######## reaction_bcd_converter ########
### Signal wires by layer, reaction_bcd_converter

Two of the layers only.
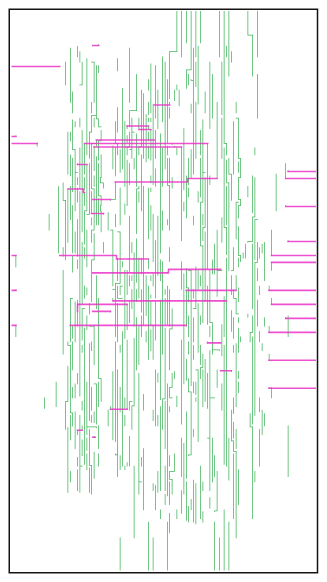

===== config.mk =====
export PLATFORM = sky130hd
export DESIGN_NAME = reaction_bcd_converter
export DESIGN_NICKNAME = d
export VERILOG_FILES = /design/src/rtl/reaction_bcd_converter.sv
export SDC_FILE = /design/constraint.sdc
export NUM_CORES = 1
export LEC_CHECK = 0
export CAP_MARGIN = 20
export CORE_ASPECT_RATIO = 2
export CORE_MARGIN = 5
export CORE_UTILIZATION = 53
export CTS_CLUSTER_DIAMETER = 200
export DETAILED_ROUTE_END_ITERATION = 8
export HOLD_SLACK_MARGIN = 0.08
export PLACE_DENSITY = 0.84
export SLEW_MARGIN = 5
export SYNTH_ARGS = -nofsm -noshare
export SYNTH_HDL_FRONTEND = slang
export SYNTH_SLANG_ARGS = --single-unit

===== constraint.sdc =====
create_clock -name clk -period 2.9 [get_ports clk]
set_clock_uncertainty 0.2 [all_clocks]
set_input_delay 0.29 -clock clk [delete_from_list [all_inputs] [get_ports clk]]
set_output_delay 0.29 -clock clk [all_outputs]
set_load 0.03 [all_outputs]

===== src/rtl/reaction_bcd_converter.sv =====
`default_nettype none
// ============================================================================
// Module   : reaction_bcd_converter
// Purpose  : Iterative double-dabble conversion of elapsed sec/msec to 4 BCD digits.
// Revision : 1.0
// ============================================================================
module reaction_bcd_converter #(
  parameter int MSEC_WIDTH = 10,
  parameter int SEC_WIDTH  = 4
) (
  input  logic                  clk,
  input  logic                  reset,
  input  logic                  start,
  input  logic [SEC_WIDTH-1:0]  sec_bin,
  input  logic [MSEC_WIDTH-1:0] msec_bin,
  output logic                  busy,
  output logic                  done,
  output logic                  valid,
  output logic                  err,
  output logic [3:0]            digit_s,
  output logic [3:0]            digit_ds,
  output logic [3:0]            digit_cs,
  output logic [3:0]            digit_ms
);

  localparam int WORK_W = 12 + MSEC_WIDTH;
  localparam int CNT_W  = $clog2(MSEC_WIDTH + 1);

  typedef enum logic [1:0] {
    IDLE  = 2'd0,
    SHIFT = 2'd1,
    LOAD  = 2'd2
  } state_t;

  state_t                state_q, state_d;
  logic [WORK_W-1:0]     work_q, work_d;
  logic [WORK_W-1:0]     adj_work;
  logic [CNT_W-1:0]      cnt_q, cnt_d;
  logic [SEC_WIDTH-1:0]  sec_q, sec_d;
  logic [MSEC_WIDTH-1:0] msec_q, msec_d;
  logic [3:0]            dig_s_q, dig_s_d, dig_ds_q, dig_ds_d;
  logic [3:0]            dig_cs_q, dig_cs_d, dig_ms_q, dig_ms_d;
  logic                  err_q, err_d, valid_q, valid_d, done_q, done_d;
  logic                  out_of_range;

  assign out_of_range = (32'(sec_q) > 32'd9) || (32'(msec_q) > 32'd999);

  // Add-3 correction on each BCD nibble, applied before the shift.
  always_comb begin
    adj_work = work_q;
    for (int i = 0; i < 3; i++) begin
      if (work_q[MSEC_WIDTH + 4*i +: 4] >= 4'd5) begin
        adj_work[MSEC_WIDTH + 4*i +: 4] = work_q[MSEC_WIDTH + 4*i +: 4] + 4'd3;
      end
    end
  end

  always_comb begin
    state_d  = state_q;
    work_d   = work_q;
    cnt_d    = cnt_q;
    sec_d    = sec_q;
    msec_d   = msec_q;
    dig_s_d  = dig_s_q;
    dig_ds_d = dig_ds_q;
    dig_cs_d = dig_cs_q;
    dig_ms_d = dig_ms_q;
    err_d    = err_q;
    valid_d  = valid_q;
    done_d   = 1'b0;
    case (state_q)
      IDLE: begin
        if (start) begin
          sec_d   = sec_bin;
          msec_d  = msec_bin;
          work_d  = {12'b0, msec_bin};
          cnt_d   = CNT_W'(MSEC_WIDTH);
          state_d = SHIFT;
        end
      end
      SHIFT: begin
        work_d = {adj_work[WORK_W-2:0], 1'b0};
        cnt_d  = cnt_q - CNT_W'(1);
        if (cnt_q == CNT_W'(1)) begin
          state_d = LOAD;
        end
      end
      LOAD: begin
        if (out_of_range) begin
          dig_s_d  = 4'hF;
          dig_ds_d = 4'hF;
          dig_cs_d = 4'hF;
          dig_ms_d = 4'hF;
          err_d    = 1'b1;
        end else begin
          dig_s_d  = 4'(sec_q);
          dig_ds_d = work_q[MSEC_WIDTH + 8 +: 4];
          dig_cs_d = work_q[MSEC_WIDTH + 4 +: 4];
          dig_ms_d = work_q[MSEC_WIDTH +: 4];
          err_d    = 1'b0;
        end
        valid_d = 1'b1;
        done_d  = 1'b1;
        state_d = IDLE;
      end
      default: state_d = IDLE;
    endcase
  end

  always_ff @(posedge clk) begin
    if (reset) begin
      state_q  <= IDLE;
      work_q   <= '0;
      cnt_q    <= '0;
      sec_q    <= '0;
      msec_q   <= '0;
      dig_s_q  <= 4'd0;
      dig_ds_q <= 4'd0;
      dig_cs_q <= 4'd0;
      dig_ms_q <= 4'd0;
      err_q    <= 1'b0;
      valid_q  <= 1'b0;
      done_q   <= 1'b0;
    end else begin
      state_q  <= state_d;
      work_q   <= work_d;
      cnt_q    <= cnt_d;
      sec_q    <= sec_d;
      msec_q   <= msec_d;
      dig_s_q  <= dig_s_d;
      dig_ds_q <= dig_ds_d;
      dig_cs_q <= dig_cs_d;
      dig_ms_q <= dig_ms_d;
      err_q    <= err_d;
      valid_q  <= valid_d;
      done_q   <= done_d;
    end
  end

  assign busy     = (state_q == SHIFT);
  assign done     = done_q;
  assign valid    = valid_q;
  assign err      = err_q;
  assign digit_s  = dig_s_q;
  assign digit_ds = dig_ds_q;
  assign digit_cs = dig_cs_q;
  assign digit_ms = dig_ms_q;

endmodule
`default_nettype wire


######## count_serial_tx ########
$ cat config.mk
export PLATFORM = sky130hd
export DESIGN_NAME = count_serial_tx
export DESIGN_NICKNAME = d
export VERILOG_FILES = /design/src/rtl/count_serial_tx_pkg.sv /design/src/rtl/serial_shift_tx.sv /design/src/rtl/count_serial_tx.sv
export SDC_FILE = /design/constraint.sdc
export NUM_CORES = 1
export LEC_CHECK = 0
export CORE_MARGIN = 5
export CORE_UTILIZATION = 52
export CTS_CLUSTER_DIAMETER = 50
export DETAILED_ROUTE_END_ITERATION = 7
export PLACE_DENSITY = 0.77
export SYNTH_ARGS = -nofsm -noshare
export SYNTH_HDL_FRONTEND = slang
export SYNTH_HIERARCHICAL = 1
export SYNTH_SLANG_ARGS = --single-unit
export TNS_END_PERCENT = 1
$ cat constraint.sdc
create_clock -name clk -period 2.9 [get_ports clk]
set_input_delay 0.725 -clock clk [delete_from_list [all_inputs] [get_ports clk]]
set_output_delay 0.725 -clock clk [all_outputs]
set_load 0.01 [all_outputs]
$ cat src/rtl/count_serial_tx_pkg.sv
// Shared types and sizing helpers for the count_serial_tx slice.
// TX_PARITY_EN appends an even-parity bit to every serial frame.
package count_serial_tx_pkg;

  typedef enum logic [1:0] {
    IDLE,
    SHIFT,
    DONE
  } tx_state_t;

`ifdef TX_PARITY_EN
  localparam int PARITY_BITS = 1;
`else
  localparam int PARITY_BITS = 0;
`endif

  function automatic int nbits(input int width);
    return width + PARITY_BITS;
  endfunction

  function automatic int idx_width(input int n);
    return $clog2(n + 1);
  endfunction

endpackage

$ cat src/rtl/serial_shift_tx.sv
// Frame/clock/data serial transmitter: FSM, bit-period divider and shift register.
// With TX_PARITY_EN defined, even parity of the snapshot follows the LSB.
module serial_shift_tx
  import count_serial_tx_pkg::*;
#(
  parameter int WIDTH   = 8,
  parameter int CLK_DIV = 4
) (
  input  logic             clk,
  input  logic             rst_n,
  input  logic             ena,
  input  logic             tx_start,
  input  logic [WIDTH-1:0] data,
  output logic             tx_busy,
  output logic             tx_done,
  output logic             ser_frame,
  output logic             ser_clk,
  output logic             ser_data
);

  localparam int NBITS = nbits(WIDTH);
  localparam int IDX_W = idx_width(NBITS);
  localparam int DIV_W = $clog2(CLK_DIV);

  localparam logic [DIV_W-1:0] DIV_LAST = DIV_W'(CLK_DIV - 1);
  localparam logic [DIV_W-1:0] DIV_HALF = DIV_W'(CLK_DIV / 2);
  localparam logic [IDX_W-1:0] IDX_LAST = IDX_W'(NBITS - 1);

  tx_state_t        state;
  logic [NBITS-1:0] snap;
  logic [NBITS-2:0] shreg;
  logic [IDX_W-1:0] bit_idx;
  logic [DIV_W-1:0] div;
  logic [DIV_W-1:0] div_nxt;

`ifdef TX_PARITY_EN
  assign snap = {data, ^data};
`else
  assign snap = data;
`endif

  assign div_nxt = (div == DIV_LAST) ? '0 : div + DIV_W'(1);
  assign tx_busy = (state != IDLE);

  // ser_data holds the bit on the wire; shreg holds the bits still to come.
  always_ff @(posedge clk) begin
    if (!rst_n) begin
      state     <= IDLE;
      shreg     <= '0;
      bit_idx   <= '0;
      div       <= '0;
      tx_done   <= 1'b0;
      ser_frame <= 1'b0;
      ser_clk   <= 1'b0;
      ser_data  <= 1'b0;
    end else if (ena) begin
      case (state)
        IDLE: begin
          if (tx_start) begin
            state     <= SHIFT;
            shreg     <= snap[NBITS-2:0];
            bit_idx   <= '0;
            div       <= '0;
            ser_frame <= 1'b1;
            ser_clk   <= 1'b0;
            ser_data  <= snap[NBITS-1];
          end
        end
        SHIFT: begin
          div <= div_nxt;
          if (div == DIV_LAST) begin
            ser_clk <= 1'b0;
            if (bit_idx == IDX_LAST) begin
              state     <= DONE;
              tx_done   <= 1'b1;
              ser_frame <= 1'b0;
              ser_data  <= 1'b0;
            end else begin
              shreg    <= shreg << 1;
              bit_idx  <= bit_idx + IDX_W'(1);
              ser_data <= shreg[NBITS-2];
            end
          end else begin
            ser_clk <= (div_nxt >= DIV_HALF);
          end
        end
        DONE: begin
          state   <= IDLE;
          tx_done <= 1'b0;
        end
        default: begin
          state <= IDLE;
        end
      endcase
    end
  end

endmodule

$ cat src/rtl/count_serial_tx.sv
// Loadable up/down counter whose value can be snapshotted onto a 3-wire serial link.
// TX_PARITY_EN (see serial_shift_tx) adds a parity bit to each frame.
module count_serial_tx
  import count_serial_tx_pkg::*;
#(
  parameter int WIDTH   = 8,
  parameter int CLK_DIV = 4
) (
  input  logic             clk,
  input  logic             rst_n,
  input  logic             ena,
  input  logic             cnt_en,
  input  logic             up_dn,
  input  logic             load,
  input  logic [WIDTH-1:0] load_val,
  output logic [WIDTH-1:0] count,
  input  logic             tx_start,
  output logic             tx_busy,
  output logic             tx_done,
  output logic             ser_frame,
  output logic             ser_clk,
  output logic             ser_data
);

  // Load wins over counting; arithmetic wraps modulo 2^WIDTH.
  always_ff @(posedge clk) begin
    if (!rst_n) begin
      count <= '0;
    end else if (ena) begin
      if (load) begin
        count <= load_val;
      end else if (cnt_en) begin
        count <= up_dn ? count + WIDTH'(1) : count - WIDTH'(1);
      end
    end
  end

  // The transmitter sees the registered count, i.e. the value before this edge's update.
  serial_shift_tx #(
    .WIDTH  (WIDTH),
    .CLK_DIV(CLK_DIV)
  ) u_tx (
    .clk      (clk),
    .rst_n    (rst_n),
    .ena      (ena),
    .tx_start (tx_start),
    .data     (count),
    .tx_busy  (tx_busy),
    .tx_done  (tx_done),
    .ser_frame(ser_frame),
    .ser_clk  (ser_clk),
    .ser_data (ser_data)
  );

endmodule

######## arb_burst_lock ########
--- src/rtl/arb_burst_lock.sv ---
// Packet-lock stage around a round-robin arbiter: captures a one-hot grant and
// holds the granted channel on the single output port until its last beat is accepted.
module arb_burst_lock #(
    parameter int N   = 4,
    parameter int DW  = 8,
    parameter int IDW = 2
) (
    input  logic            clk,
    input  logic            rstn,
    input  logic [N-1:0]    in_valid,
    input  logic [N*DW-1:0] in_data,
    input  logic [N-1:0]    in_last,
    output logic [N-1:0]    in_ready,
    output logic [N-1:0]    arb_req,
    input  logic [N-1:0]    arb_gnt,
    output logic            out_valid,
    output logic [DW-1:0]   out_data,
    output logic            out_last,
    input  logic            out_ready,
    output logic [IDW-1:0]  owner,
    output logic            busy,
    output logic [7:0]      beat_cnt,
    output logic            gnt_err
);

    localparam logic [0:0] IDLE = 1'b0;
    localparam logic [0:0] LOCK = 1'b1;

    logic [0:0]     state;
    logic [IDW-1:0] gnt_idx;
    logic           gnt_onehot;
    logic           gnt_hit;
    logic           accept;

    always_comb begin
        gnt_idx = '0;
        for (int i = 0; i < N; i++) begin
            if (arb_gnt[i]) begin
                gnt_idx = IDW'(i);
            end
        end
    end

    assign gnt_onehot = (arb_gnt != '0) &&
                        ((arb_gnt & (arb_gnt - {{(N-1){1'b0}}, 1'b1})) == '0);
    assign gnt_hit    = |(arb_gnt & in_valid);

    // While reset is held the request vector is forced low so nothing leaks to the arbiter.
    always_comb begin
        arb_req   = '0;
        in_ready  = '0;
        out_valid = 1'b0;
        out_data  = '0;
        out_last  = 1'b0;
        if (state == LOCK) begin
            arb_req[owner]  = 1'b1;
            out_valid       = in_valid[owner];
            out_data        = in_data[owner*DW +: DW];
            out_last        = in_last[owner];
            in_ready[owner] = out_ready;
        end else if (rstn) begin
            arb_req = in_valid;
        end
    end

    assign accept = out_valid & out_ready;
    assign busy   = (state == LOCK);

    always_ff @(posedge clk or negedge rstn) begin
        if (!rstn) begin
            state    <= IDLE;
            owner    <= '0;
            beat_cnt <= '0;
            gnt_err  <= 1'b0;
        end else if (state == IDLE) begin
            if (arb_gnt != '0) begin
                if (gnt_onehot && gnt_hit) begin
                    owner    <= gnt_idx;
                    beat_cnt <= '0;
                    state    <= LOCK;
                end else begin
                    gnt_err <= 1'b1;
                end
            end
        end else begin
            if (accept) begin
                if (beat_cnt != 8'hFF) begin
                    beat_cnt <= beat_cnt + 8'd1;
                end
                if (out_last) begin
                    state <= IDLE;
                end
            end
        end
    end

endmodule
--- config.mk ---
export PLATFORM = sky130hd
export DESIGN_NAME = arb_burst_lock
export DESIGN_NICKNAME = d
export VERILOG_FILES = /design/src/rtl/arb_burst_lock.sv
export SDC_FILE = /design/constraint.sdc
export NUM_CORES = 1
export LEC_CHECK = 0
export ABC_AREA = 1
export CAP_MARGIN = 15
export CELL_PAD_IN_SITES_DETAIL_PLACEMENT = 1
export CELL_PAD_IN_SITES_GLOBAL_PLACEMENT = 1
export CORE_MARGIN = 1.5
export CORE_UTILIZATION = 43
export CTS_CLUSTER_SIZE = 24
export DETAILED_ROUTE_END_ITERATION = 12
export DONT_BUFFER_PORTS = 1
export GPL_TIMING_DRIVEN = 1
export PLACE_DENSITY_LB_ADDON = 0.1
export SLEW_MARGIN = 0
export SYNTH_ARGS = -nofsm -noshare
export SYNTH_HDL_FRONTEND = slang
export SYNTH_SLANG_ARGS = --single-unit
--- constraint.sdc ---
create_clock -name clk -period 2.2 [get_ports clk]
set_input_delay 0.22 -clock clk [delete_from_list [all_inputs] [get_ports clk]]
set_output_delay 0.22 -clock clk [all_outputs]
set_load 0.02 [all_outputs]
### Signal wires by layer, count_serial_tx

Two of the layers only.
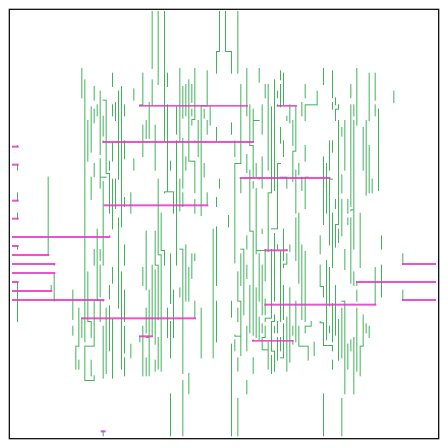
Key: met3 = magenta [wire length 192 microns]; met2 = green [wire length 1,740 microns]
drt total wl: 3.57 mm
drt wl/cell: 14.6 microns
Total Routing Usage GR: 0.183
Vias: 1,457

==> impl_metrics.csv, count_serial_tx <==
group,metric,value,unit
yosys,netlist_instances,179,
final_layout,drive_gt1_frac,0.108,
final_layout,comb-cell-share,0.499,
final_layout,nClkBuffers,4,
routing,top_layer,"met4",
final_layout,layout.cells.most_common,"nand2_1",
min_path,hold_start,"u_tx/shreg[0]$_SDFFE_PN0P_",
worst_setup_path,cpPeakStageDelay,0.49,ns
worst_setup_path,path_delay_family,"AND-OR/OR-AND gates",
worst_setup_path,required,3.16,ns
worst_setup_path,cp_num_cells,9,
final_timing,finalClockPeriodUsage,0.897,
routing,wl_met3,192,microns
yosys,yosysUniqueCellTypes,51,
die,die_w,64.4,microns
clocking,clock-sinks,26,
clocking,clk_pin_slew,0.14,ns
run_status,status,"finished clean",
yosys,topCellsByArea,"dfxtp_1 34%, nand2_1 7.3%, ha_1 6.5%",
global_routing,met1_usage,0.232,
worst_setup_path,crit_start,"up_dn",
worst_setup_path,worstSetupPathType,"input port to register",
final_layout,combGateArea,953,sq um
yosys,synthAdderAreaFrac,0.0780,
min_path,whs_path_depth,2,
count_serial_tx: power by group through the flow:
stage | logic, W | registers, W | clock network (W)
global route | 0.000256 | 0.000407 | 0.000209
detailed placement | 0.000231 | 0.000411 | 0
CTS | 0.000231 | 0.000403 | 0.000191
global placement | 0.000226 | 0.000409 | 0
finish | 0.000231 | 0.000403 | 0.000183
floorplan | 0.000143 | 0.000408 | 0
count_serial_tx: sequential cells by signal (all words and copies together) (netlist names):
signal,count
count,8
u_tx/shreg,7
u_tx/bit_idx,4
u_tx/div,2
u_tx/state,2
u_tx/ser_data,1
u_tx/ser_frame,1
u_tx/tx_done,1
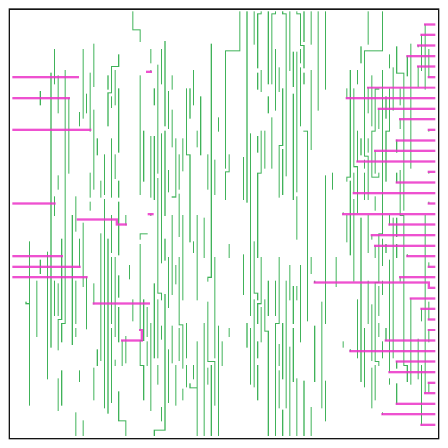
*Signal wires by layer, arb_burst_lock*
Two of the layers only.
Key: met2 = green [wire length 2,010 microns]; met3 = magenta [wire length 262 microns]

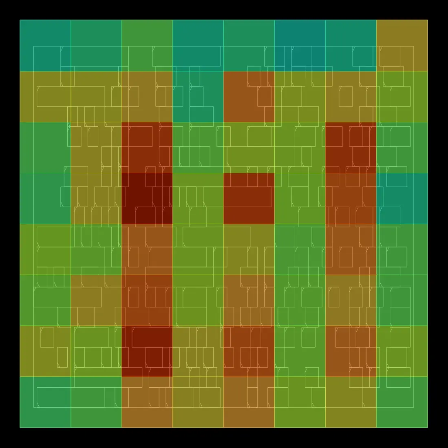
*Congestion heat map, arb_burst_lock*
Util after Layout: 0.541
met3 Usage GRT: 0.0585

==> impl_metrics.csv, arb_burst_lock <==
group,metric,value,unit
run_status,status,"finished clean",
die,die_h,55.2,microns
power_and_ir_drop,combPwrFrac,0.687,
global_routing,grt_pass1_wl,6.24,mm
yosys,top_logic_kind,"simple AND/OR/NAND/NOR gates",
yosys,syn_nets,227,
min_path,hold-path-endpoint,"beat_cnt[1]$_DFFE_PN0P_",
global_routing,track_usage,0.251,
routing,wl_met3,261,microns
clocking,clk_latency,0.29,ns
clocking,postCtsResizedCells,0,
final_timing,fin_tns_setup,0,ns
min_path,hold_start,"out_ready",
final_timing,rsz0062_at_grt,"false",
routing,dr.pass1.iters,4,
final_layout,top_regs,"beat_cnt (8), owner (2)",
power_and_ir_drop,power.density,1410,nW/um^2
routing,final_antenna_net_count,0,
yosys,ff_type,"dfrtp_1",
final_layout,area_delta_synth_final,16.3,%
yosys,edf_count,0,
min_path,whs_path_depth,2,
die,ios,77,
yosys,synth_top_cell_by_count,"nand2_1",
power_and_ir_drop,intPower,0.000850,W
clocking,cts_buffers,3,
yosys,syn_area_per_cell,6.56,sq um
clocking,cts_tree,"yes",
final_timing,skew,0.00620,ns
routing,drt_wl_total,3.75,mm
final_timing,max_slew_margin,0.609,
clocking,clk_pin_slew,0.07,ns
yosys,yosysUniqueCellTypes,27,
final_timing,hold_viol,0,
min_path,worst_hold_path_type,"input port to register",
placed_design,dp_hpwl,3.00,mm
placed_design,portBuffers,0,
power_and_ir_drop,vdd_drop_max,0.000710,V
placed_design,dp_slack,0.416,ns
worst_setup_path,cp.arrival,1.75,ns
yosys,ys_warn_count,0,
## arb_burst_lock: area by class of cell
cell class | count | area (sq um) | area share
multi-input combinational | 145 | 767 | 0.562
sequential | 12 | 300 | 0.220
timing repair buffer | 22 | 168 | 0.123
inverter | 14 | 56.3 | 0.0412
tap | 30 | 37.5 | 0.0275
clock buffer | 4 | 36.3 | 0.0266
## arb_burst_lock: critical path: stages, from the launching register on
cell and delay, ns:
dfrtp_1 0.59, clkinvlp_4 0.27, buf_4 0.23, o21ai_1 0.38
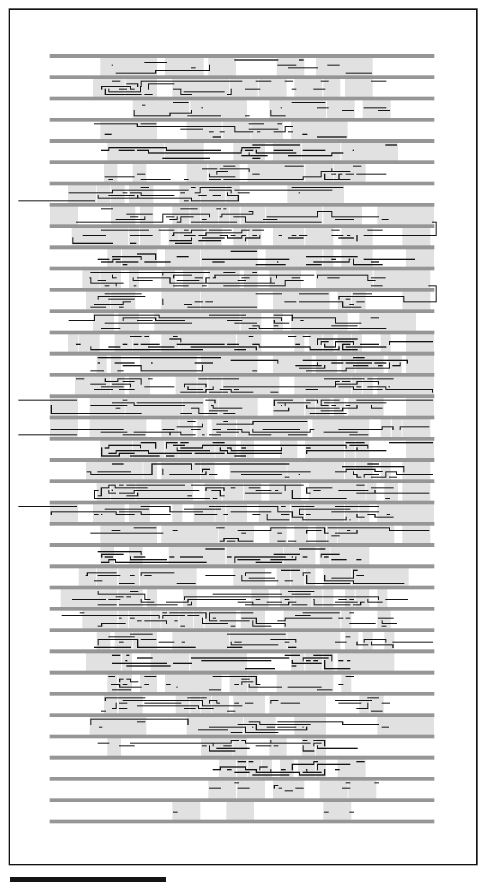
*Metal 1, reaction_bcd_converter*
The bar under the picture is 20 microns long. Supply wires on this layer in grey.
305 nets have wire on it. The longest straight run is 24.8 microns. The layer carries 2,490 microns of wire.
Vias: 2,213
GR Util met1: 0.232

Notes on 'Signal wires by layer' of reaction_bcd_converter above:
Key: met3 = magenta [wire length 322 microns]; met2 = green [wire length 3,210 microns]
drt wl/cell: 16.5 microns
drt total wl: 6.16 mm
Total Routing Usage GR: 0.207

==> impl_metrics.csv, reaction_bcd_converter <==
group,metric,value,unit
final_layout,clock_area_frac,0.0626,
worst_setup_path,cp.arrival,1.82,ns
final_timing,worst_slew_pin_slew,0.761,ns
clocking,post-cts-setup-buffers,0,
clocking,clk_pin_slew,0.06,ns
min_path,whs_path_depth,2,
global_routing,grt_pass1_wl,10.2,mm
yosys,netlist_instances,279,
yosys,ys.flops,58,
worst_setup_path,path_buffers,2,
yosys,top_logic_kind,"AND-OR/OR-AND gates",
final_timing,fin_tns_setup,0,ns
placed_design,dp_slack,0.553,ns
power_and_ir_drop,power.share.clock,0.411,
power_and_ir_drop,vdd_drop_max,0.000374,V
routing,dr.pass1.iters,4,
yosys,ff_type,"dfxtp_1",
worst_setup_path,worstSetupPathType,"register to output port",
yosys,synthesis.area,2610,sq um
final_layout,area_delta_synth_final,21.0,%
min_path,worst_hold_path_type,"register to register",
run_status,status,"finished clean",
power_and_ir_drop,power.density,576,nW/um^2
routing,drtIter0Drc,97,
yosys,yosysUniqueCellTypes,41,
final_timing,max_slew_margin,0.491,
die,core_area,4820,sq um
yosys,synthAoiAreaFrac,0.258,
final_layout,logic_gates,185,
min_path,hold-path-endpoint,"msec_q[8]$_SDFFE_PP0P_",
power_and_ir_drop,seqPwrFrac,0.471,
flow_run,max_cap_viol_count,0,
final_timing,fmax,0.432,GHz
die,core.rowCount,36,
clocking,cts-htree-levels,3,
placed_design,dp_hpwl,4.11,mm
final_layout,seqCellArea,1160,sq um
worst_setup_path,required,2.41,ns
final_timing,setup_viol,0,
routing,wl_met2,3.21,mm
placed_design,place_congestion,0.854,
worst_setup_path,crit_slowest_cell,"clkdlybuf4s50_1",
yosys,muxShareOfSynthArea,0,
clocking,clock-sinks,58,
clocking,clockBufferDepth,2,
final_layout,nClkBuffers,14,
final_layout,final_net_count,337,
final_layout,postLayoutCellArea,3160,sq um
final_layout,ff_count,58,
routing,vias_per_cell,5.92,
worst_setup_path,path_delay_family,"buffers and inverters",
yosys,topCellsByArea,"dfxtp_1 44%, o221a_2 10%, a21oi_1 5.8%",
final_layout,largest_register,"work_q",
worst_setup_path,cp_num_cells,3,
worst_setup_path,cp-endpoint,"busy",
yosys,syn_area_per_cell,9.35,sq um
final_timing,fin_crit,2.31,ns
global_routing,met2_usage,0.346,
[reaction_bcd_converter: cells in the final DEF, fill, tap and decap left out, types with 2 or more instances in the layout]
master,n
nor2b_1,15
nand2b_1,4
a32oi_1,2
nand4_1,4
a211oi_1,3
nor2_1,14
nand2_1,25
inv_1,14
o211ai_1,6
a21oi_1,30
o21a_1,3
ha_1,8
clkbuf_8,11
clkbuf_1,3
nor4b_1,3
dfxtp_1,58
o221a_2,24
buf_4,6
nor3_1,3
nand3_1,11
o2111ai_1,6
o21ai_0,8
clkdlybuf4s50_1,36
or4_1,2


==> gallery <==
I/O nets highlighted.
The bar under the picture is 20 microns long.
(a)
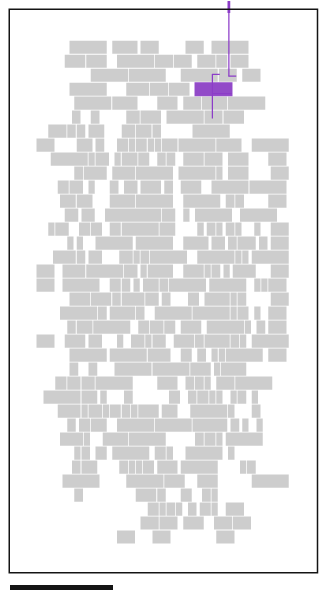
(b)
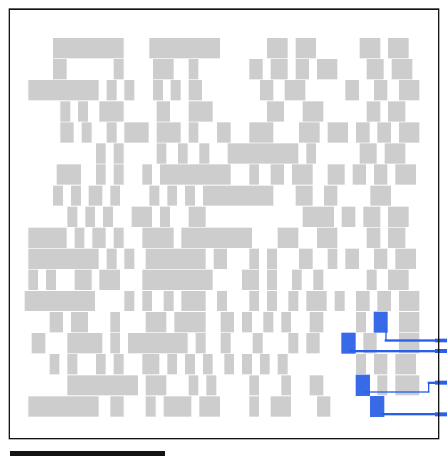
(c)
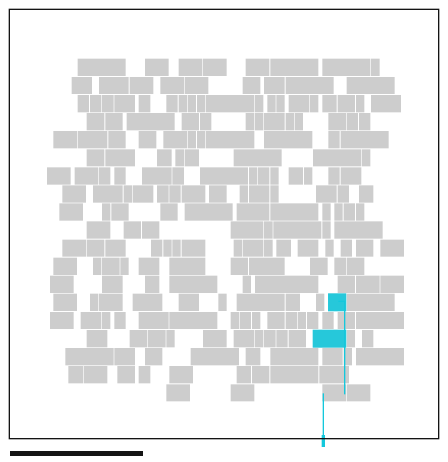
For count_serial_tx, see (c).
For reaction_bcd_converter, see (a).
For arb_burst_lock, see (b).
The one with the smallest die is (b).
The one with the largest die is (a).

Key to (b):
Key: arb_req = blue [bits 4, direction output, edge right, end cells 4, buffers 0, wire 35.7 microns]

Power figures rest on the tool's default switching activity, not on a simulated workload.
